# design 1

Design 1, logic cells by family:
Drawn at 2 px/µm.
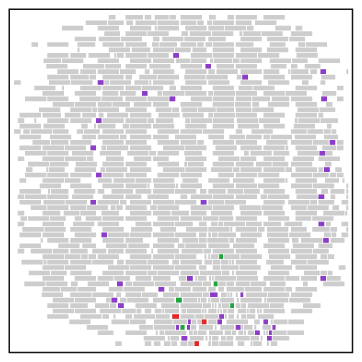

<file path="config.mk">
export PLATFORM = sky130hd
export DESIGN_NAME = vram_wr_queue_flat
export DESIGN_NICKNAME = d
export VERILOG_FILES = /design/src/rtl/vga3_pkg.sv /design/src/rtl/vram_wr_queue_if.sv /design/src/rtl/vram_wr_fifo.sv /design/src/rtl/vram_wr_queue.sv /design/src/flat_wrapper.sv
export SDC_FILE = /design/constraint.sdc
export NUM_CORES = 1
export LEC_CHECK = 0
export CORE_MARGIN = 1.5
export CORE_UTILIZATION = 63
export CTS_CLUSTER_DIAMETER = 80
export DETAILED_ROUTE_END_ITERATION = 12
export PLACE_DENSITY = 0.91
export SETUP_SLACK_MARGIN = 0.5
export SYNTH_ARGS = -nofsm -noshare
export SYNTH_HDL_FRONTEND = slang
export SYNTH_SLANG_ARGS = --single-unit
</file>
<file path="constraint.sdc">
create_clock -name ClkIn -period 6.75 [get_ports ClkIn]
set_input_delay 1.35 -clock ClkIn [delete_from_list [all_inputs] [get_ports ClkIn]]
set_output_delay 1.35 -clock ClkIn [all_outputs]
set_load 0.1 [all_outputs]
</file>
<file path="src/rtl/vga3_pkg.sv">
// ---------------------------------------------------------------------------
// vga3_pkg
// Shared definitions for the VGA3 video path:
//   - AWIDTH_DEF / DWIDTH_DEF : default SRAM address / data widths
//   - wrq_state_t             : 2-bit state encoding of the VRAM write FSM
// ---------------------------------------------------------------------------
package vga3_pkg;

  localparam int AWIDTH_DEF = 18;
  localparam int DWIDTH_DEF = 8;

  typedef enum logic [1:0] {
    ST_IDLE   = 2'd0,
    ST_SETUP  = 2'd1,
    ST_STROBE = 2'd2,
    ST_HOLD   = 2'd3
  } wrq_state_t;

endpackage

</file>
<file path="src/rtl/vram_wr_queue_if.sv">
// ---------------------------------------------------------------------------
// vram_wr_queue_if
// Bundles the pixel-request side and the SRAM write side of vram_wr_queue.
//   Request : DataStbIn, AddrIn, DataIn, WrSlotIn
//   SRAM    : SramAddrOut, SramDataOut, WeOut
//   Status  : BusyOut, FullOut, EmptyOut, OverflowCntOut
// Modports: slave = the queue itself, master = whoever drives requests.
// ---------------------------------------------------------------------------
interface vram_wr_queue_if #(
  parameter int AWIDTH = 18,
  parameter int DWIDTH = 8
);
  logic              DataStbIn;
  logic [AWIDTH-1:0] AddrIn;
  logic [DWIDTH-1:0] DataIn;
  logic              WrSlotIn;
  logic [AWIDTH-1:0] SramAddrOut;
  logic [DWIDTH-1:0] SramDataOut;
  logic              WeOut;
  logic              BusyOut;
  logic              FullOut;
  logic              EmptyOut;
  logic [7:0]        OverflowCntOut;

  modport slave (
    input  DataStbIn, AddrIn, DataIn, WrSlotIn,
    output SramAddrOut, SramDataOut, WeOut, BusyOut, FullOut, EmptyOut,
           OverflowCntOut
  );

  modport master (
    output DataStbIn, AddrIn, DataIn, WrSlotIn,
    input  SramAddrOut, SramDataOut, WeOut, BusyOut, FullOut, EmptyOut,
           OverflowCntOut
  );
endinterface

</file>
<file path="src/rtl/vram_wr_fifo.sv">
// ---------------------------------------------------------------------------
// vram_wr_fifo
// Synchronous FIFO with registered full/empty flags.
//   clk, srst : clock, synchronous active-high reset
//   i_push    : push request (accepted if not full, or full with a pop)
//   i_pop     : pop request (ignored while empty)
//   i_data    : entry to push
//   o_data    : current head entry (valid while o_empty=0)
//   o_full    : occupancy == DEPTH after this edge's push/pop
//   o_empty   : occupancy == 0 after this edge's push/pop
// DEPTH must be a power of two so the pointers wrap by natural overflow.
// ---------------------------------------------------------------------------
module vram_wr_fifo #(
  parameter int WIDTH = 26,
  parameter int DEPTH = 16
) (
  input  logic             clk,
  input  logic             srst,
  input  logic             i_push,
  input  logic             i_pop,
  input  logic [WIDTH-1:0] i_data,
  output logic [WIDTH-1:0] o_data,
  output logic             o_full,
  output logic             o_empty
);
  localparam int PW = $clog2(DEPTH);

  logic [WIDTH-1:0] r_mem [DEPTH];
  logic [PW-1:0]    r_wr_ptr;
  logic [PW-1:0]    r_rd_ptr;
  logic [PW:0]      r_count;
  logic             r_full;
  logic             r_empty;

  logic             w_push_ok;
  logic             w_pop_ok;
  logic [PW:0]      w_count_next;

  // A push into a full queue still fits when the head leaves on the same edge.
  assign w_push_ok    = i_push & (~r_full | i_pop);
  assign w_pop_ok     = i_pop & ~r_empty;
  assign w_count_next = r_count + {{PW{1'b0}}, w_push_ok} - {{PW{1'b0}}, w_pop_ok};

  // Storage carries no reset; only the pointers define what is valid.
  always_ff @(posedge clk) begin
    if (!srst && w_push_ok) begin
      r_mem[r_wr_ptr] <= i_data;
    end
  end

  always_ff @(posedge clk) begin
    if (srst) begin
      r_wr_ptr <= '0;
      r_rd_ptr <= '0;
      r_count  <= '0;
      r_full   <= 1'b0;
      r_empty  <= 1'b1;
    end else begin
      if (w_push_ok) r_wr_ptr <= r_wr_ptr + PW'(1);
      if (w_pop_ok)  r_rd_ptr <= r_rd_ptr + PW'(1);
      r_count <= w_count_next;
      r_full  <= (w_count_next == (PW+1)'(DEPTH));
      r_empty <= (w_count_next == '0);
    end
  end

  assign o_data  = r_mem[r_rd_ptr];
  assign o_full  = r_full;
  assign o_empty = r_empty;
endmodule

</file>
<file path="src/rtl/vram_wr_queue.sv">
// ---------------------------------------------------------------------------
// vram_wr_queue
// Buffers pixel write requests and replays them into the VRAM SRAM during
// write slots granted by the display scanner. Each write runs
// SETUP (1 clk) -> STROBE (WE_CYCLES clks, WeOut=1) -> HOLD (1 clk).
//   ClkIn  : system clock, rising edge
//   RstIn  : synchronous active-high reset
//   bus    : vram_wr_queue_if.slave (requests in, SRAM write port and
//            status out)
// Optional feature: define VRAM_WR_QUEUE_OVFCNT_EN to count dropped
// requests on OverflowCntOut (saturating at 255); otherwise it reads 0.
// ---------------------------------------------------------------------------
module vram_wr_queue
  import vga3_pkg::*;
#(
  parameter int AWIDTH    = AWIDTH_DEF,
  parameter int DWIDTH    = DWIDTH_DEF,
  parameter int DEPTH     = 16,
  parameter int WE_CYCLES = 2
) (
  input  logic            ClkIn,
  input  logic            RstIn,
  vram_wr_queue_if.slave  bus
);
  localparam int EW = AWIDTH + DWIDTH;
  localparam int CW = (WE_CYCLES > 1) ? $clog2(WE_CYCLES) : 1;

  wrq_state_t        r_state;
  logic              r_we;
  logic              r_busy;
  logic [AWIDTH-1:0] r_addr;
  logic [DWIDTH-1:0] r_data;
  logic [CW-1:0]     r_we_cnt;

  logic [EW-1:0]     w_head;
  logic              w_full;
  logic              w_empty;
  logic              w_pop;

  // Pop only from IDLE, and only while the scanner grants the slot.
  assign w_pop = (r_state == ST_IDLE) & ~w_empty & bus.WrSlotIn;

  vram_wr_fifo #(
    .WIDTH (EW),
    .DEPTH (DEPTH)
  ) u_fifo (
    .clk     (ClkIn),
    .srst    (RstIn),
    .i_push  (bus.DataStbIn),
    .i_pop   (w_pop),
    .i_data  ({bus.AddrIn, bus.DataIn}),
    .o_data  (w_head),
    .o_full  (w_full),
    .o_empty (w_empty)
  );

  // The SRAM address/data registers load only on the IDLE->SETUP edge, so
  // they stay stable through the whole write and after it.
  always_ff @(posedge ClkIn) begin
    if (RstIn) begin
      r_state  <= ST_IDLE;
      r_we     <= 1'b0;
      r_busy   <= 1'b0;
      r_addr   <= '0;
      r_data   <= '0;
      r_we_cnt <= '0;
    end else begin
      case (r_state)
        ST_IDLE: begin
          if (w_pop) begin
            r_addr  <= w_head[DWIDTH +: AWIDTH];
            r_data  <= w_head[DWIDTH-1:0];
            r_busy  <= 1'b1;
            r_state <= ST_SETUP;
          end
        end
        ST_SETUP: begin
          r_we     <= 1'b1;
          r_we_cnt <= CW'(WE_CYCLES - 1);
          r_state  <= ST_STROBE;
        end
        ST_STROBE: begin
          // WrSlotIn is deliberately ignored here: a started write finishes.
          if (r_we_cnt == '0) begin
            r_we    <= 1'b0;
            r_state <= ST_HOLD;
          end else begin
            r_we_cnt <= r_we_cnt - CW'(1);
          end
        end
        ST_HOLD: begin
          r_busy  <= 1'b0;
          r_state <= ST_IDLE;
        end
        default: begin
          r_state <= ST_IDLE;
        end
      endcase
    end
  end

`ifdef VRAM_WR_QUEUE_OVFCNT_EN
  logic       w_drop;
  logic [7:0] r_ovf_cnt;

  // A request is lost only when the queue is full and nothing leaves.
  assign w_drop = bus.DataStbIn & w_full & ~w_pop;

  always_ff @(posedge ClkIn) begin
    if (RstIn) begin
      r_ovf_cnt <= '0;
    end else if (w_drop && (r_ovf_cnt != 8'hFF)) begin
      r_ovf_cnt <= r_ovf_cnt + 8'd1;
    end
  end

  assign bus.OverflowCntOut = r_ovf_cnt;
`else
  assign bus.OverflowCntOut = '0;
`endif

  assign bus.SramAddrOut = r_addr;
  assign bus.SramDataOut = r_data;
  assign bus.WeOut       = r_we;
  assign bus.BusyOut     = r_busy;
  assign bus.FullOut     = w_full;
  assign bus.EmptyOut    = w_empty;
endmodule

</file>
<file path="src/flat_wrapper.sv">
// flat-port wrapper written by rule: the top's interface ports become plain ports
module vram_wr_queue_flat import vga3_pkg::*;
#(
  parameter int AWIDTH    = AWIDTH_DEF,
  parameter int DWIDTH    = DWIDTH_DEF,
  parameter int DEPTH     = 16,
  parameter int WE_CYCLES = 2
)
  (ClkIn, RstIn, bus_DataStbIn, bus_AddrIn, bus_DataIn, bus_WrSlotIn, bus_SramAddrOut, bus_SramDataOut, bus_WeOut, bus_BusyOut, bus_FullOut, bus_EmptyOut, bus_OverflowCntOut);
  vram_wr_queue_if #(.AWIDTH(AWIDTH), .DWIDTH(DWIDTH)) bus_i ();
  input  logic ClkIn;
  input  logic RstIn;
  input wire logic [$bits(bus_i.DataStbIn)-1:0] bus_DataStbIn;
  input wire logic [$bits(bus_i.AddrIn)-1:0] bus_AddrIn;
  input wire logic [$bits(bus_i.DataIn)-1:0] bus_DataIn;
  input wire logic [$bits(bus_i.WrSlotIn)-1:0] bus_WrSlotIn;
  output wire logic [$bits(bus_i.SramAddrOut)-1:0] bus_SramAddrOut;
  output wire logic [$bits(bus_i.SramDataOut)-1:0] bus_SramDataOut;
  output wire logic [$bits(bus_i.WeOut)-1:0] bus_WeOut;
  output wire logic [$bits(bus_i.BusyOut)-1:0] bus_BusyOut;
  output wire logic [$bits(bus_i.FullOut)-1:0] bus_FullOut;
  output wire logic [$bits(bus_i.EmptyOut)-1:0] bus_EmptyOut;
  output wire logic [$bits(bus_i.OverflowCntOut)-1:0] bus_OverflowCntOut;
  assign bus_i.DataStbIn = bus_DataStbIn;
  assign bus_i.AddrIn = bus_AddrIn;
  assign bus_i.DataIn = bus_DataIn;
  assign bus_i.WrSlotIn = bus_WrSlotIn;
  assign bus_SramAddrOut = bus_i.SramAddrOut;
  assign bus_SramDataOut = bus_i.SramDataOut;
  assign bus_WeOut = bus_i.WeOut;
  assign bus_BusyOut = bus_i.BusyOut;
  assign bus_FullOut = bus_i.FullOut;
  assign bus_EmptyOut = bus_i.EmptyOut;
  assign bus_OverflowCntOut = bus_i.OverflowCntOut;
  vram_wr_queue #(.AWIDTH(AWIDTH), .DWIDTH(DWIDTH), .DEPTH(DEPTH), .WE_CYCLES(WE_CYCLES)) u_core (.ClkIn(ClkIn), .RstIn(RstIn), .bus(bus_i));
endmodule
</file>
# design 2

**config.mk**
```make
export PLATFORM = sky130hd
export DESIGN_NAME = fft_sdf_stage_ctrl
export DESIGN_NICKNAME = d
export VERILOG_FILES = /design/src/rtl/fft_sdf_stage_ctrl.sv
export SDC_FILE = /design/constraint.sdc
export NUM_CORES = 1
export LEC_CHECK = 0
export ABC_AREA = 1
export CAP_MARGIN = 20
export CORE_UTILIZATION = 25
export DETAILED_ROUTE_END_ITERATION = 10
export GPL_TIMING_DRIVEN = 0
export MAX_ROUTING_LAYER = met4
export PLACE_DENSITY_LB_ADDON = 0.12
export SLEW_MARGIN = 10
export SYNTH_ARGS = -nofsm -noshare
export SYNTH_HDL_FRONTEND = slang
export SYNTH_SLANG_ARGS = --single-unit
```
**constraint.sdc**
```tcl
create_clock -name clk -period 3.05 [get_ports clk]
set_clock_uncertainty 0.1 [all_clocks]
set_input_delay 0.915 -clock clk [delete_from_list [all_inputs] [get_ports clk]]
set_output_delay 0.915 -clock clk [all_outputs]
set_load 0.1 [all_outputs]
```
**src/rtl/fft_sdf_stage_ctrl.sv**
```systemverilog
// Control for one radix-2 SDF FFT stage. Sequences FILL/FIRST/SECOND with input stalls,
// gapless frames and a drain/abort path. Also registers port-A data and decodes the twiddle.
module fft_sdf_stage_ctrl #(
  parameter int DW     = 16,
  parameter int TW     = 8,
  parameter int LOG2D  = 3,
  parameter int STRIDE = 2
) (
  input  logic          clk,
  input  logic          rst,
  input  logic          valid_i,
  input  logic [DW-1:0] data_in_r,
  input  logic [DW-1:0] data_in_i,
  output logic          valid_o,
  output logic [1:0]    state,
  output logic [DW-1:0] data_out_r,
  output logic [DW-1:0] data_out_i,
  output logic [TW-1:0] WN_r,
  output logic [TW-1:0] WN_i,
  output logic          abort_o
);

  localparam int D  = 1 << LOG2D;
  localparam int PW = (LOG2D > 0) ? LOG2D : 1;
  localparam logic [PW-1:0] PH_LAST = PW'(D - 1);

  typedef enum logic [1:0] {
    S_IDLE   = 2'd0,
    S_FIRST  = 2'd1,
    S_SECOND = 2'd2,
    S_FILL   = 2'd3
  } st_e;

  st_e           r_cur, w_cur_nx, w_smp_st;
  logic [PW-1:0] r_cnt, w_cnt_nx, r_oph;
  logic          r_drain, w_drain_nx;
  logic          r_any, w_any_nx;
  logic          w_last, w_vo, w_abort;
  logic [1:0]    r_abort_pipe;

  // r_cur/r_cnt classify the sample arriving this cycle; the output registers
  // below then describe that same sample one cycle later.
  always_ff @(posedge clk or negedge rst) begin
    if (!rst) begin
      r_cur   <= S_IDLE;
      r_cnt   <= '0;
      r_drain <= 1'b0;
      r_any   <= 1'b0;
    end else begin
      r_cur   <= w_cur_nx;
      r_cnt   <= w_cnt_nx;
      r_drain <= w_drain_nx;
      r_any   <= w_any_nx;
    end
  end

  always_comb begin
    w_cur_nx   = r_cur;
    w_cnt_nx   = r_cnt;
    w_drain_nx = r_drain;
    w_any_nx   = r_any;
    w_smp_st   = r_cur;
    w_vo       = 1'b0;
    w_abort    = 1'b0;
    w_last     = (r_cnt == PH_LAST);
    unique case (r_cur)
      S_IDLE, S_FILL, S_FIRST: begin
        // A valid sample in IDLE is the first FILL sample (r_cnt is 0 in IDLE).
        if (r_cur == S_IDLE) w_smp_st = valid_i ? S_FILL : S_IDLE;
        w_vo = valid_i && (r_cur == S_FIRST);
        if (valid_i) begin
          w_cnt_nx = w_last ? '0 : r_cnt + 1'b1;
          if (w_last)
            w_cur_nx = (r_cur == S_FIRST) ? S_SECOND : S_FIRST;
          else if (r_cur == S_IDLE)
            w_cur_nx = S_FILL;
        end
      end
      S_SECOND: begin
        w_vo       = 1'b1;
        w_cnt_nx   = w_last ? '0 : r_cnt + 1'b1;
        w_drain_nx = r_drain | ~valid_i;
        w_any_nx   = r_any | (valid_i & ~r_drain);
        if (w_last) begin
          w_drain_nx = 1'b0;
          w_any_nx   = 1'b0;
          if (r_drain | ~valid_i) begin
            w_cur_nx = S_IDLE;
            w_abort  = r_any | (valid_i & ~r_drain);
          end else begin
            w_cur_nx = S_FIRST;
          end
        end
      end
      default: ;
    endcase
  end

  // abort_o lands on the first output cycle after the last SECOND output.
  always_ff @(posedge clk or negedge rst) begin
    if (!rst) begin
      state        <= S_IDLE;
      r_oph        <= '0;
      valid_o      <= 1'b0;
      data_out_r   <= '0;
      data_out_i   <= '0;
      r_abort_pipe <= '0;
    end else begin
      state        <= w_smp_st;
      r_oph        <= r_cnt;
      valid_o      <= w_vo;
      data_out_r   <= data_in_r;
      data_out_i   <= data_in_i;
      r_abort_pipe <= {r_abort_pipe[0], w_abort};
    end
  end

  assign abort_o = r_abort_pipe[1];

  // Round a Q30 constant to TW-2 fractional bits, half away from zero (values are >= 0).
  function automatic logic [TW-1:0] qs(input logic [63:0] c);
    return TW'(((c << (TW - 2)) + (64'd1 << 29)) >> 30);
  endfunction

  // Quarter-wave cosine table: cos(j*pi/16), j = 0..8.
  function automatic logic [TW-1:0] qw(input logic [3:0] j);
    case (j)
      4'd0:    return qs(64'd1073741824);
      4'd1:    return qs(64'd1053110176);
      4'd2:    return qs(64'd992008094);
      4'd3:    return qs(64'd892783698);
      4'd4:    return qs(64'd759250125);
      4'd5:    return qs(64'd596538995);
      4'd6:    return qs(64'd410903207);
      4'd7:    return qs(64'd209476638);
      default: return '0;
    endcase
  endfunction

  logic [5:0]    w_k;
  logic [4:0]    w_idx;
  logic [3:0]    w_r, w_rc;
  logic [TW-1:0] w_cr, w_cc;

  // Angle index on a 32-point circle (pi/16 steps); quadrant symmetry on the table.
  always_comb begin
    w_k   = (6'(r_oph) * 6'(STRIDE)) & 6'(2 * D - 1);
    w_idx = 5'(w_k << (4 - LOG2D));
    w_r   = {1'b0, w_idx[2:0]};
    w_rc  = 4'd8 - w_r;
    w_cr  = qw(w_r);
    w_cc  = qw(w_rc);
    WN_r  = '0;
    WN_i  = '0;
    if (state == S_SECOND) begin
      unique case (w_idx[4:3])
        2'd0:    begin WN_r = w_cr;  WN_i = -w_cc; end
        2'd1:    begin WN_r = -w_cc; WN_i = -w_cr; end
        2'd2:    begin WN_r = -w_cr; WN_i = w_cc;  end
        default: begin WN_r = w_cc;  WN_i = w_cr;  end
      endcase
    end
  end

endmodule

```
# design 3

==> config.mk <==
export PLATFORM = sky130hd
export DESIGN_NAME = dmem_arbiter
export DESIGN_NICKNAME = d
export VERILOG_FILES = /design/src/rtl/dmem_pkg.sv /design/src/rtl/dmem_arb_pick.sv /design/src/rtl/dmem_arbiter.sv
export SDC_FILE = /design/constraint.sdc
export NUM_CORES = 1
export LEC_CHECK = 0
export CORE_MARGIN = 2
export CORE_UTILIZATION = 30
export DETAILED_ROUTE_END_ITERATION = 16
export HOLD_SLACK_MARGIN = 0.02
export PLACE_DENSITY = 0.65
export SLEW_MARGIN = 40
export SYNTH_ARGS = -nofsm -noshare
export SYNTH_HDL_FRONTEND = slang
export SYNTH_SLANG_ARGS = --single-unit
==> constraint.sdc <==
create_clock -name CLK -period 1.8 [get_ports CLK]
set_clock_uncertainty 0.1 [all_clocks]
set_input_delay 0.18 -clock CLK [delete_from_list [all_inputs] [get_ports CLK]]
set_output_delay 0.18 -clock CLK [all_outputs]
set_load 0.01 [all_outputs]
==> src/rtl/dmem_pkg.sv <==
// Shared types, constants and address check for the data-memory arbiter.
package dmem_pkg;

   typedef enum logic [1:0] {
      IDLE   = 2'd0,
      ACCESS = 2'd1,
      DONE   = 2'd2
   } state_t;

   localparam logic MEM_RD = 1'b0;
   localparam logic MEM_WR = 1'b1;

   localparam int unsigned DEPTH_BYTES_DEF = 64;

   // Word aligned and fully inside memory; 64-bit compare so addresses near 2^AW cannot wrap.
   function automatic logic word_addr_ok(input logic [63:0] addr, input int unsigned depth);
      return (addr[1:0] == 2'b00) && (depth >= 32'd4) && (addr <= (64'(depth) - 64'd4));
   endfunction

endpackage

==> src/rtl/dmem_arb_pick.sv <==
// Grant selection between the two requesters.
// DMEM_ARB_RR_EN defined: ties go to the port named by ptr; otherwise port 0 wins ties.
module dmem_arb_pick (
   input  logic req0,
   input  logic req1,
   input  logic ptr,
   output logic valid,
   output logic id
);

`ifdef DMEM_ARB_RR_EN
   always_comb begin
      valid = req0 | req1;
      if (req0 && req1) begin
         id = ptr;
      end else begin
         id = req1;
      end
   end
`else
   logic ptr_unused;
   assign ptr_unused = ptr;

   always_comb begin
      valid = req0 | req1;
      id    = ~req0 & req1;
   end
`endif

endmodule

==> src/rtl/dmem_arbiter.sv <==
// Two-port arbiter/sequencer for the combinational big-endian data memory.
// Build option DMEM_ARB_RR_EN selects round-robin tie-breaking (see dmem_arb_pick).
module dmem_arbiter
   import dmem_pkg::*;
#(
   parameter int unsigned DEPTH_BYTES = DEPTH_BYTES_DEF,
   parameter int unsigned AW          = 32
) (
   input  logic          CLK,
   input  logic          Reset,
   input  logic          p0_req,
   input  logic          p0_we,
   input  logic [AW-1:0] p0_addr,
   input  logic [31:0]   p0_wdata,
   output logic          p0_done,
   output logic [31:0]   p0_rdata,
   output logic          p0_err,
   input  logic          p1_req,
   input  logic          p1_we,
   input  logic [AW-1:0] p1_addr,
   input  logic [31:0]   p1_wdata,
   output logic          p1_done,
   output logic [31:0]   p1_rdata,
   output logic          p1_err,
   output logic [AW-1:0] mem_addr,
   output logic [31:0]   mem_wdata,
   output logic          mem_rw,
   input  logic [31:0]   mem_rdata,
   output logic          busy
);

   state_t        state, state_nx;
   logic          ptr;
   logic          gid;
   logic          err_l;
   logic          win_valid, win_id, win_we, win_ok;
   logic [AW-1:0] win_addr;
   logic [31:0]   win_wdata;

   dmem_arb_pick u_pick (
      .req0  (p0_req),
      .req1  (p1_req),
      .ptr   (ptr),
      .valid (win_valid),
      .id    (win_id)
   );

   always_comb begin
      win_we    = win_id ? p1_we    : p0_we;
      win_addr  = win_id ? p1_addr  : p0_addr;
      win_wdata = win_id ? p1_wdata : p0_wdata;
      win_ok    = word_addr_ok(64'(win_addr), DEPTH_BYTES);
   end

   always_ff @(posedge CLK) begin
      if (Reset) begin
         state <= IDLE;
      end else begin
         state <= state_nx;
      end
   end

   always_comb begin
      state_nx = state;
      case (state)
         IDLE:    if (win_valid) state_nx = win_ok ? ACCESS : DONE;
         ACCESS:  state_nx = DONE;
         DONE:    state_nx = IDLE;
         default: state_nx = IDLE;
      endcase
   end

   // Illegal requests skip ACCESS entirely, so a rejected read clears rdata at grant time.
   always_ff @(posedge CLK) begin
      if (Reset) begin
         ptr       <= 1'b0;
         gid       <= 1'b0;
         err_l     <= 1'b0;
         mem_addr  <= '0;
         mem_wdata <= '0;
         mem_rw    <= MEM_RD;
         p0_rdata  <= '0;
         p1_rdata  <= '0;
      end else begin
         case (state)
            IDLE: begin
               if (win_valid) begin
                  gid   <= win_id;
                  err_l <= ~win_ok;
                  ptr   <= ~win_id;
                  if (win_ok) begin
                     mem_addr  <= win_addr;
                     mem_wdata <= win_wdata;
                     mem_rw    <= win_we;
                  end else begin
                     mem_rw <= MEM_RD;
                     if (win_we == MEM_RD) begin
                        if (win_id) p1_rdata <= '0;
                        else        p0_rdata <= '0;
                     end
                  end
               end
            end
            ACCESS: begin
               if (mem_rw == MEM_RD) begin
                  if (gid) p1_rdata <= mem_rdata;
                  else     p0_rdata <= mem_rdata;
               end
               mem_rw <= MEM_RD;
            end
            default: ;
         endcase
      end
   end

   always_comb begin
      busy    = (state != IDLE);
      p0_done = (state == DONE) && !gid;
      p1_done = (state == DONE) && gid;
      p0_err  = p0_done && err_l;
      p1_err  = p1_done && err_l;
   end

endmodule
# design 4

**config.mk**
```make
export PLATFORM = sky130hd
export DESIGN_NAME = alu_sched_flat
export DESIGN_NICKNAME = d
export VERILOG_FILES = /design/src/rtl/alu_sched_if.sv /design/src/rtl/alu_sched.sv /design/src/flat_wrapper.sv
export SDC_FILE = /design/constraint.sdc
export NUM_CORES = 1
export LEC_CHECK = 0
export ABC_CLOCK_PERIOD_IN_PS = 5200
export CAP_MARGIN = 5
export CORE_MARGIN = 3
export CORE_UTILIZATION = 53
export CTS_CLUSTER_DIAMETER = 30
export DETAILED_ROUTE_END_ITERATION = 10
export PLACE_DENSITY = 0.85
export SLEW_MARGIN = 5
export SYNTH_ARGS = -nofsm -noshare
export SYNTH_HDL_FRONTEND = slang
export SYNTH_SLANG_ARGS = --single-unit
```
**constraint.sdc**
```tcl
create_clock -name clk -period 5.2 [get_ports clk]
set_clock_uncertainty 0.2 [all_clocks]
set_input_delay 0.52 -clock clk [delete_from_list [all_inputs] [get_ports clk]]
set_output_delay 0.52 -clock clk [all_outputs]
set_load 0.05 [all_outputs]
```
**src/rtl/alu_sched_if.sv**
```systemverilog
// Handshake bundle between the two requesters and the shared-ALU scheduler.
interface alu_sched_if #(
  parameter int CNT_W = 16
) ();
  logic             req0_valid;
  logic             req0_ready;
  logic [2:0]       req0_op;
  logic [7:0]       req0_a;
  logic [7:0]       req0_b;
  logic             req1_valid;
  logic             req1_ready;
  logic [2:0]       req1_op;
  logic [7:0]       req1_a;
  logic [7:0]       req1_b;
  logic             rsp0_valid;
  logic             rsp0_ready;
  logic             rsp1_valid;
  logic             rsp1_ready;
  logic [7:0]       rsp_data;
  logic             rsp_err;
  logic             busy;
  logic [CNT_W-1:0] done_cnt;

  // Requester side: drives operations and response acceptance.
  modport master (
    output req0_valid, req0_op, req0_a, req0_b,
    output req1_valid, req1_op, req1_a, req1_b,
    output rsp0_ready, rsp1_ready,
    input  req0_ready, req1_ready,
    input  rsp0_valid, rsp1_valid, rsp_data, rsp_err, busy, done_cnt
  );

  // Scheduler side.
  modport slave (
    input  req0_valid, req0_op, req0_a, req0_b,
    input  req1_valid, req1_op, req1_a, req1_b,
    input  rsp0_ready, rsp1_ready,
    output req0_ready, req1_ready,
    output rsp0_valid, rsp1_valid, rsp_data, rsp_err, busy, done_cnt
  );
endinterface

```
**src/rtl/alu_sched.sv**
```systemverilog
// Round-robin scheduler sharing one 8-bit ALU between two requesters.
// One operation in flight at a time: IDLE (arbitrate/accept) -> EXEC -> RESP.
module alu_sched #(
  parameter int CNT_W = 16
) (
  input  logic      clk,
  input  logic      rst_n,
  alu_sched_if.slave bus
);

  typedef enum logic [1:0] {IDLE, EXEC, RESP} state_t;

  state_t           state_q;
  logic             prio_q;
  logic             owner_q;
  logic [2:0]       op_q;
  logic [7:0]       a_q;
  logic [7:0]       b_q;
  logic [7:0]       res_q;
  logic             err_q;
  logic             rsp0_valid_q;
  logic             rsp1_valid_q;
  logic             busy_q;
  logic [CNT_W-1:0] done_cnt_q;

  logic             gnt_d;
  logic             accept_d;
  logic             rsp_hs_d;
  logic [7:0]       alu_res_d;
  logic             alu_err_d;

  // Grant: a lone valid wins; on contention the priority pointer decides.
  always_comb begin
    gnt_d = 1'b0;
    if (bus.req0_valid && bus.req1_valid) begin
      gnt_d = prio_q;
    end else if (bus.req1_valid) begin
      gnt_d = 1'b1;
    end
    accept_d = (state_q == IDLE) && (bus.req0_valid || bus.req1_valid);
    rsp_hs_d = (state_q == RESP) && (owner_q ? bus.rsp1_ready : bus.rsp0_ready);
  end

  // Shared ALU on the latched operands; illegal opcodes yield zero with err.
  always_comb begin
    alu_res_d = '0;
    alu_err_d = 1'b0;
    case (op_q)
      3'd0:    alu_res_d = a_q + b_q;
      3'd1:    alu_res_d = a_q - b_q;
      3'd2:    alu_res_d = a_q & b_q;
      3'd3:    alu_res_d = a_q | b_q;
      3'd4:    alu_res_d = ~a_q;
      default: alu_err_d = 1'b1;
    endcase
  end

  // Scheduler FSM with registered response, busy and completion count.
  always_ff @(posedge clk or negedge rst_n) begin
    if (!rst_n) begin
      state_q      <= IDLE;
      prio_q       <= 1'b0;
      owner_q      <= 1'b0;
      op_q         <= '0;
      a_q          <= '0;
      b_q          <= '0;
      res_q        <= '0;
      err_q        <= 1'b0;
      rsp0_valid_q <= 1'b0;
      rsp1_valid_q <= 1'b0;
      busy_q       <= 1'b0;
      done_cnt_q   <= '0;
    end else begin
      case (state_q)
        IDLE: begin
          if (accept_d) begin
            op_q    <= gnt_d ? bus.req1_op : bus.req0_op;
            a_q     <= gnt_d ? bus.req1_a  : bus.req0_a;
            b_q     <= gnt_d ? bus.req1_b  : bus.req0_b;
            owner_q <= gnt_d;
            prio_q  <= ~gnt_d;
            busy_q  <= 1'b1;
            state_q <= EXEC;
          end
        end
        EXEC: begin
          res_q        <= alu_res_d;
          err_q        <= alu_err_d;
          rsp0_valid_q <= ~owner_q;
          rsp1_valid_q <= owner_q;
          state_q      <= RESP;
        end
        RESP: begin
          if (rsp_hs_d) begin
            rsp0_valid_q <= 1'b0;
            rsp1_valid_q <= 1'b0;
            busy_q       <= 1'b0;
            done_cnt_q   <= done_cnt_q + CNT_W'(1);
            state_q      <= IDLE;
          end
        end
        default: state_q <= IDLE;
      endcase
    end
  end

  assign bus.req0_ready = accept_d && !gnt_d;
  assign bus.req1_ready = accept_d && gnt_d;
  assign bus.rsp0_valid = rsp0_valid_q;
  assign bus.rsp1_valid = rsp1_valid_q;
  assign bus.rsp_data   = res_q;
  assign bus.rsp_err    = err_q;
  assign bus.busy       = busy_q;
  assign bus.done_cnt   = done_cnt_q;

endmodule

```
**src/flat_wrapper.sv**
```systemverilog
// flat-port wrapper written by rule: the top's interface ports become plain ports
module alu_sched_flat 
#(
  parameter int CNT_W = 16
)
  (clk, rst_n, bus_req0_valid, bus_req0_op, bus_req0_a, bus_req0_b, bus_req1_valid, bus_req1_op, bus_req1_a, bus_req1_b, bus_rsp0_ready, bus_rsp1_ready, bus_req0_ready, bus_req1_ready, bus_rsp0_valid, bus_rsp1_valid, bus_rsp_data, bus_rsp_err, bus_busy, bus_done_cnt);
  alu_sched_if #(.CNT_W(CNT_W)) bus_i ();
  input  logic clk;
  input  logic rst_n;
  input wire logic [$bits(bus_i.req0_valid)-1:0] bus_req0_valid;
  input wire logic [$bits(bus_i.req0_op)-1:0] bus_req0_op;
  input wire logic [$bits(bus_i.req0_a)-1:0] bus_req0_a;
  input wire logic [$bits(bus_i.req0_b)-1:0] bus_req0_b;
  input wire logic [$bits(bus_i.req1_valid)-1:0] bus_req1_valid;
  input wire logic [$bits(bus_i.req1_op)-1:0] bus_req1_op;
  input wire logic [$bits(bus_i.req1_a)-1:0] bus_req1_a;
  input wire logic [$bits(bus_i.req1_b)-1:0] bus_req1_b;
  input wire logic [$bits(bus_i.rsp0_ready)-1:0] bus_rsp0_ready;
  input wire logic [$bits(bus_i.rsp1_ready)-1:0] bus_rsp1_ready;
  output wire logic [$bits(bus_i.req0_ready)-1:0] bus_req0_ready;
  output wire logic [$bits(bus_i.req1_ready)-1:0] bus_req1_ready;
  output wire logic [$bits(bus_i.rsp0_valid)-1:0] bus_rsp0_valid;
  output wire logic [$bits(bus_i.rsp1_valid)-1:0] bus_rsp1_valid;
  output wire logic [$bits(bus_i.rsp_data)-1:0] bus_rsp_data;
  output wire logic [$bits(bus_i.rsp_err)-1:0] bus_rsp_err;
  output wire logic [$bits(bus_i.busy)-1:0] bus_busy;
  output wire logic [$bits(bus_i.done_cnt)-1:0] bus_done_cnt;
  assign bus_i.req0_valid = bus_req0_valid;
  assign bus_i.req0_op = bus_req0_op;
  assign bus_i.req0_a = bus_req0_a;
  assign bus_i.req0_b = bus_req0_b;
  assign bus_i.req1_valid = bus_req1_valid;
  assign bus_i.req1_op = bus_req1_op;
  assign bus_i.req1_a = bus_req1_a;
  assign bus_i.req1_b = bus_req1_b;
  assign bus_i.rsp0_ready = bus_rsp0_ready;
  assign bus_i.rsp1_ready = bus_rsp1_ready;
  assign bus_req0_ready = bus_i.req0_ready;
  assign bus_req1_ready = bus_i.req1_ready;
  assign bus_rsp0_valid = bus_i.rsp0_valid;
  assign bus_rsp1_valid = bus_i.rsp1_valid;
  assign bus_rsp_data = bus_i.rsp_data;
  assign bus_rsp_err = bus_i.rsp_err;
  assign bus_busy = bus_i.busy;
  assign bus_done_cnt = bus_i.done_cnt;
  alu_sched #(.CNT_W(CNT_W)) u_core (.clk(clk), .rst_n(rst_n), .bus(bus_i));
endmodule
```
Design 3, sizing map:
Drawn at 3 px/µm.
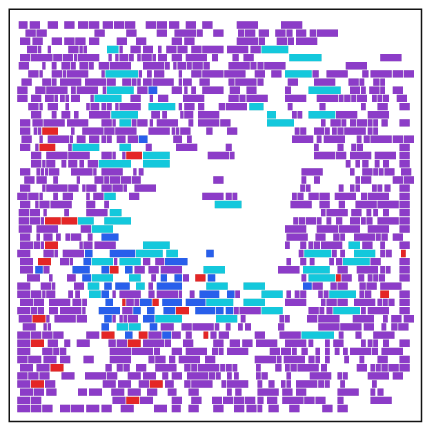
| size | colour | cells | share | most used |
|---|---|---|---|---|
| _3 and _4 cells | blue | 40 | 4.3% | buf_4 |
| _6 and larger | cyan | 56 | 6.0% | clkbuf_16 |
| _2 cells | red | 25 | 2.7% | nor4_2 |
| _0 and _1 cells | purple | 817 | 87% | clkdlybuf4s50_1 |
Non-CTS buffers: 349
worst setup margin: 0.0108 ns

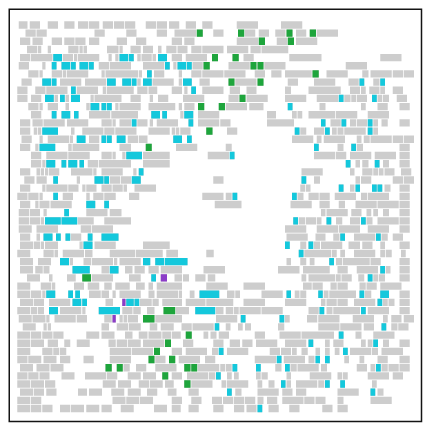
Design 3: logic cells by family
Drawn at 3 px/µm.
| family | colour | cells |
|---|---|---|
| inv cells | purple | 3 |
| aoi and oai cells | cyan | 148 |
| and/or cells | green | 33 |
combinational share of cell area: 25.9%
commonest non-fill, non-tap cell in the layout: clkdlybuf4s50_1
fin cells: 1163

==> impl_metrics.yaml, design 3 <==
# synthesis and place-and-route metrics
run_status:
  status: "finished clean"
logic_synthesis:
  fa_ha_area_share_pct: 0
  ys_sh_xor_pct: 0
  mux_share_pct: 0.567
grt:
  gr-max-usage-layer: "met2"
  use_met2_pct: 33.3
clock_tree:
  cts_hold_buf: 0
  cts_root_buf: "clkbuf_16"
worst_hold_path:
  min_to: "gid$_SDFFE_PP0P_"
die:
  rows: 48
  io_pins: 300
critical_path:
  crit_end: "mem_wdata[5]$_SDFFE_PP0P_"
  end_kind: "flip-flop"
final_layout:
  nFillCells: 1528
  nets: 1091
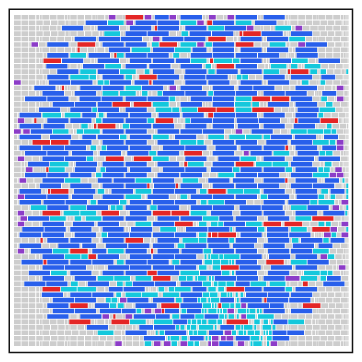
Design 1: cell classes on the final placement
Drawn at 2 px/µm. Fill, decap, tap and diode cells in grey.
| class | colour | cells |
|---|---|---|
| combinational and other logic | cyan | 331 |
| remaining buffers and delay cells | purple | 64 |
| clock drivers and dummy loads | red | 83 |
| sequential cells | blue | 462 |
final instance area: 0.0202 mm²
Final Util: 72.7%

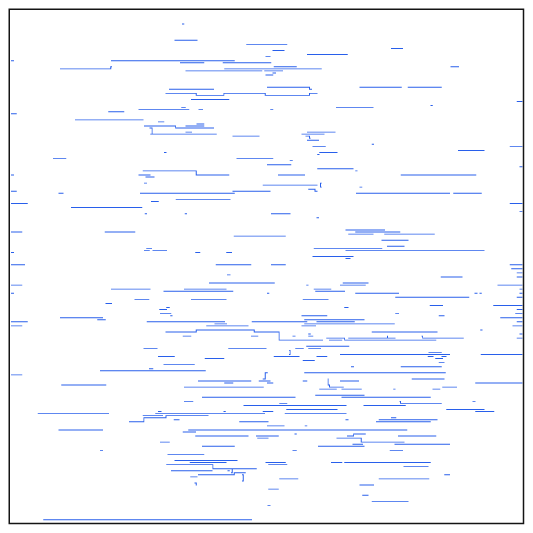
Design 1: the metal 3 layer
Drawn at 3 px/µm.
main direction: horizontal
share of all routed wire: 7.3%
wire length on this layer: 2780 µm
nets with wire on the layer: 150
longest straight run: 72.7 µm
via count: 8707
met3 Use GR: 4.81%
drt total wl: 38.2 mm

Notes on 'logic cells by family' of design 1 above:
| family | colour | cells |
|---|---|---|
| and/or cells | green | 5 |
| non-inverting ao/oa cells | red | 3 |
| aoi and oai cells | purple | 40 |
combinational share of cell area: 20.6%
fin cells: 1318
commonest non-fill, non-tap cell in the layout: edfxtp_1

==> impl_metrics.yaml, design 1 <==
# synthesis and place-and-route metrics
critical_path:
  r2r_cells: 14
  cp_num_buf_inv: 5
  reg2reg_slack_ns: 3.05
  worstReg2RegStart: "u_core.r_state[0]$_SDFFE_PP0P_"
sta:
  drv_slew: 0
  timing.final.ws_setup_ns: 2.43
  rsz0062_at_grt: "no"
clock_tree:
  cts_hold_buf: 0
  htreeDepth: 2
worst_hold_path:
  whs_path_depth: 2
grt:
  grt_antenna_before_repair: 0
  gr-max-usage-layer: "met2"
logic_synthesis:
  common_cells: "edfxtp_1 (416), mux4_2 (96), mux2i_1 (54)"
  postSynthCellCount: 837
  mux_share_pct: 16.4
  ys_sh_xor_pct: 0.493
die:
  fp_util_pct: 63.9
  die_x_um: 171
  fp.dieH_um: 171
run_status:
  status: "finished clean"
route:
  wl_met2_mm: 19.7
final_layout:
  clockBufferCount: 60
  max_flop_register: "u_core.u_fifo.r_mem"
flow_run:
  maxCapViolCount: 0
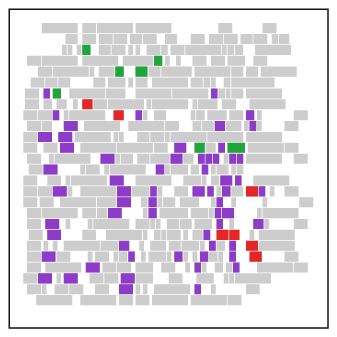
Design 4: logic cells by family
Drawn at 4 px/µm.
| family | colour | cells |
|---|---|---|
| aoi and oai cells | purple | 61 |
| non-inverting ao/oa cells | red | 7 |
| and/or cells | green | 7 |
fin cells: 429
commonest non-fill, non-tap cell in the layout: clkdlybuf4s50_1
combinational share of cell area: 37.1%

==> impl_metrics.yaml, design 4 <==
# synthesis and place-and-route metrics
run_status:
  status: "finished clean"
logic_synthesis:
  area_leaders: "dfrtp_1 (45%), a222oi_1 (6.7%), xnor2_1 (4.9%), ha_1 (4.8%), inv_1 (4.6%)"
  fa_ha_area_share_pct: 7.99
  synth_top_flop_cell: "dfrtp_1"
  yosys_warnings: 0
  ys_chip_area_mm2: 0.00285
  mux_share_pct: 1.19
final_layout:
  nets: 414
  combGateArea_mm2: 0.00139
  final-clk-cell-share_pct: 3.07
  buf_share_pct: 20.0
power_and_ir_drop:
  p_comb_share_pct: 59.5
clock_tree:
  cts_made_buffers: 5
grt:
  grt_max_degree: 52
  grtUsageTotal_pct: 22.8
  use_met1_pct: 32.4
die:
  nWellTaps: 70
  io_pins: 74
place:
  port_buffers: 73
  place_inst: 421
route:
  vias: 2427
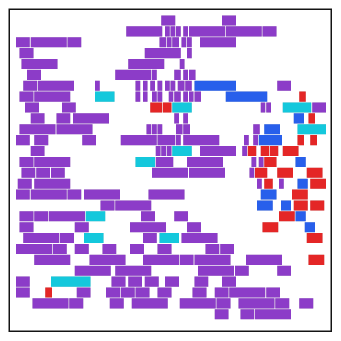
Design 2: sizing map
Drawn at 4 px/µm.
| size | colour | cells | share | most used |
|---|---|---|---|---|
| _6 and larger | cyan | 10 | 4.6% | clkbuf_8 |
| _2 cells | red | 24 | 11% | clkdlybuf4s15_2 |
| _3 and _4 cells | blue | 12 | 5.5% | buf_4 |
| _0 and _1 cells | purple | 171 | 79% | clkdlybuf4s50_1 |
Non-CTS buffers: 94
final instance area: 0.00268 mm²
worst setup margin: 0.0960 ns
Synth-to-Final Area Change: 75.3%

==> impl_metrics.yaml, design 2 <==
# synthesis and place-and-route metrics
final_layout:
  comb_cells: 57
  buf_share_pct: 35.5
  antenna_cells: 0
  nFillCells: 536
  combGateArea_um2: 308
  final-clk-cell-share_pct: 3.74
logic_synthesis:
  ys_sh_xor_pct: 0
  numSynthFlops: 47
  synth.most_common_cell: "dfrtp_1"
  synth-cells-yosys: 122
route:
  drt_iter0_drc: 11
  dr_wl_met3_um: 274
grt:
  grt_pass1_vias: 1222
  gr-max-usage-layer: "met2"
clock_tree:
  cts_root_buf: "clkbuf_8"
  cts_setup_buffers: 0
power_and_ir_drop:
  p_sw_share_pct: 50.4
  internal-power_mw: 1.27
  pwr-share-clk_pct: 15.6
die:
  die_x_um: 80.1
run_status:
  status: "finished clean"
sta:
  clock.fmax_mhz: 339
  period_needed_ns: 2.95


==> gallery <==
Cell classes on the final placement.
image #1
Drawn at 4 px/µm. Fill, decap, tap and diode cells in grey.
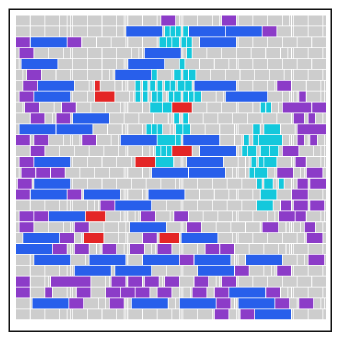
image #2
Drawn at 4 px/µm. Fill, decap, tap and diode cells in grey.
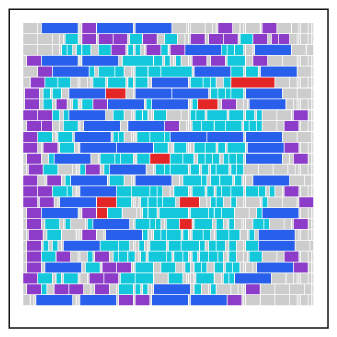
image #3
Drawn at 3 px/µm. Fill, decap, tap and diode cells in grey.
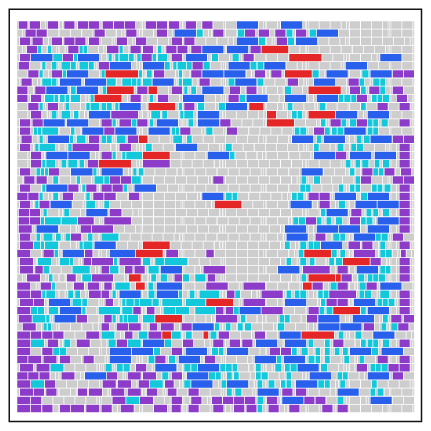
The one with the largest die is image #3.
The one with the fewest cells is image #1.
Design 4 is image #2.
Design 2 is image #1.
Design 3 is image #3.


==> screenshots <==
The metal 3 layer.
picture 1
Drawn at 6 px/µm.
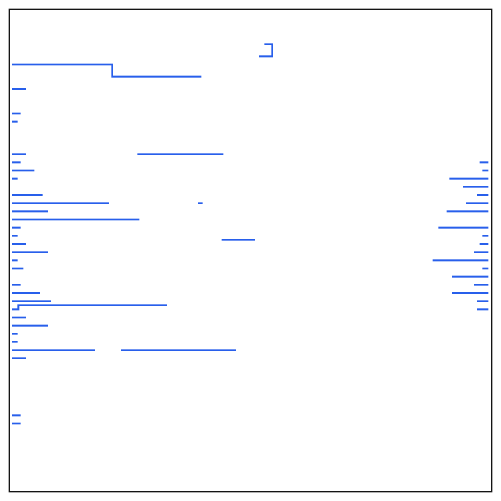
picture 2
Drawn at 6 px/µm.
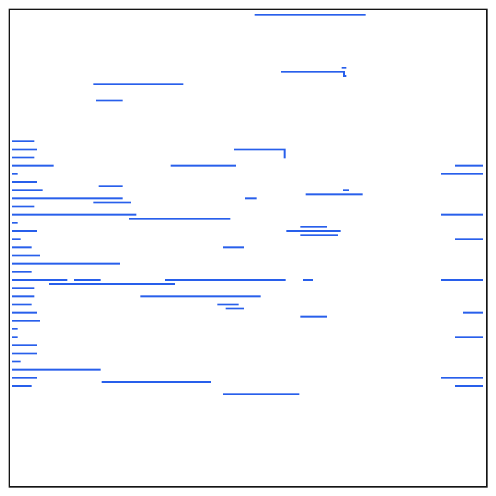
picture 3
Drawn at 3 px/µm.
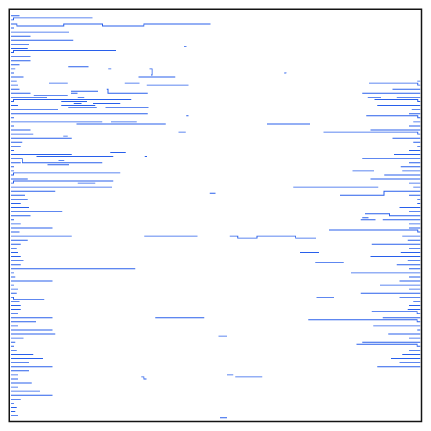
- picture 3 = design 3
- picture 1 = design 2
- picture 2 = design 4
Of these, largest die: picture 3

Key to picture 1:
longest straight run: 24.6 µm
share of all routed wire: 8.5%
main direction: horizontal
wire length on this layer: 275 µm
nets with wire on the layer: 50

Power is estimated from default activity; no workload was simulated.
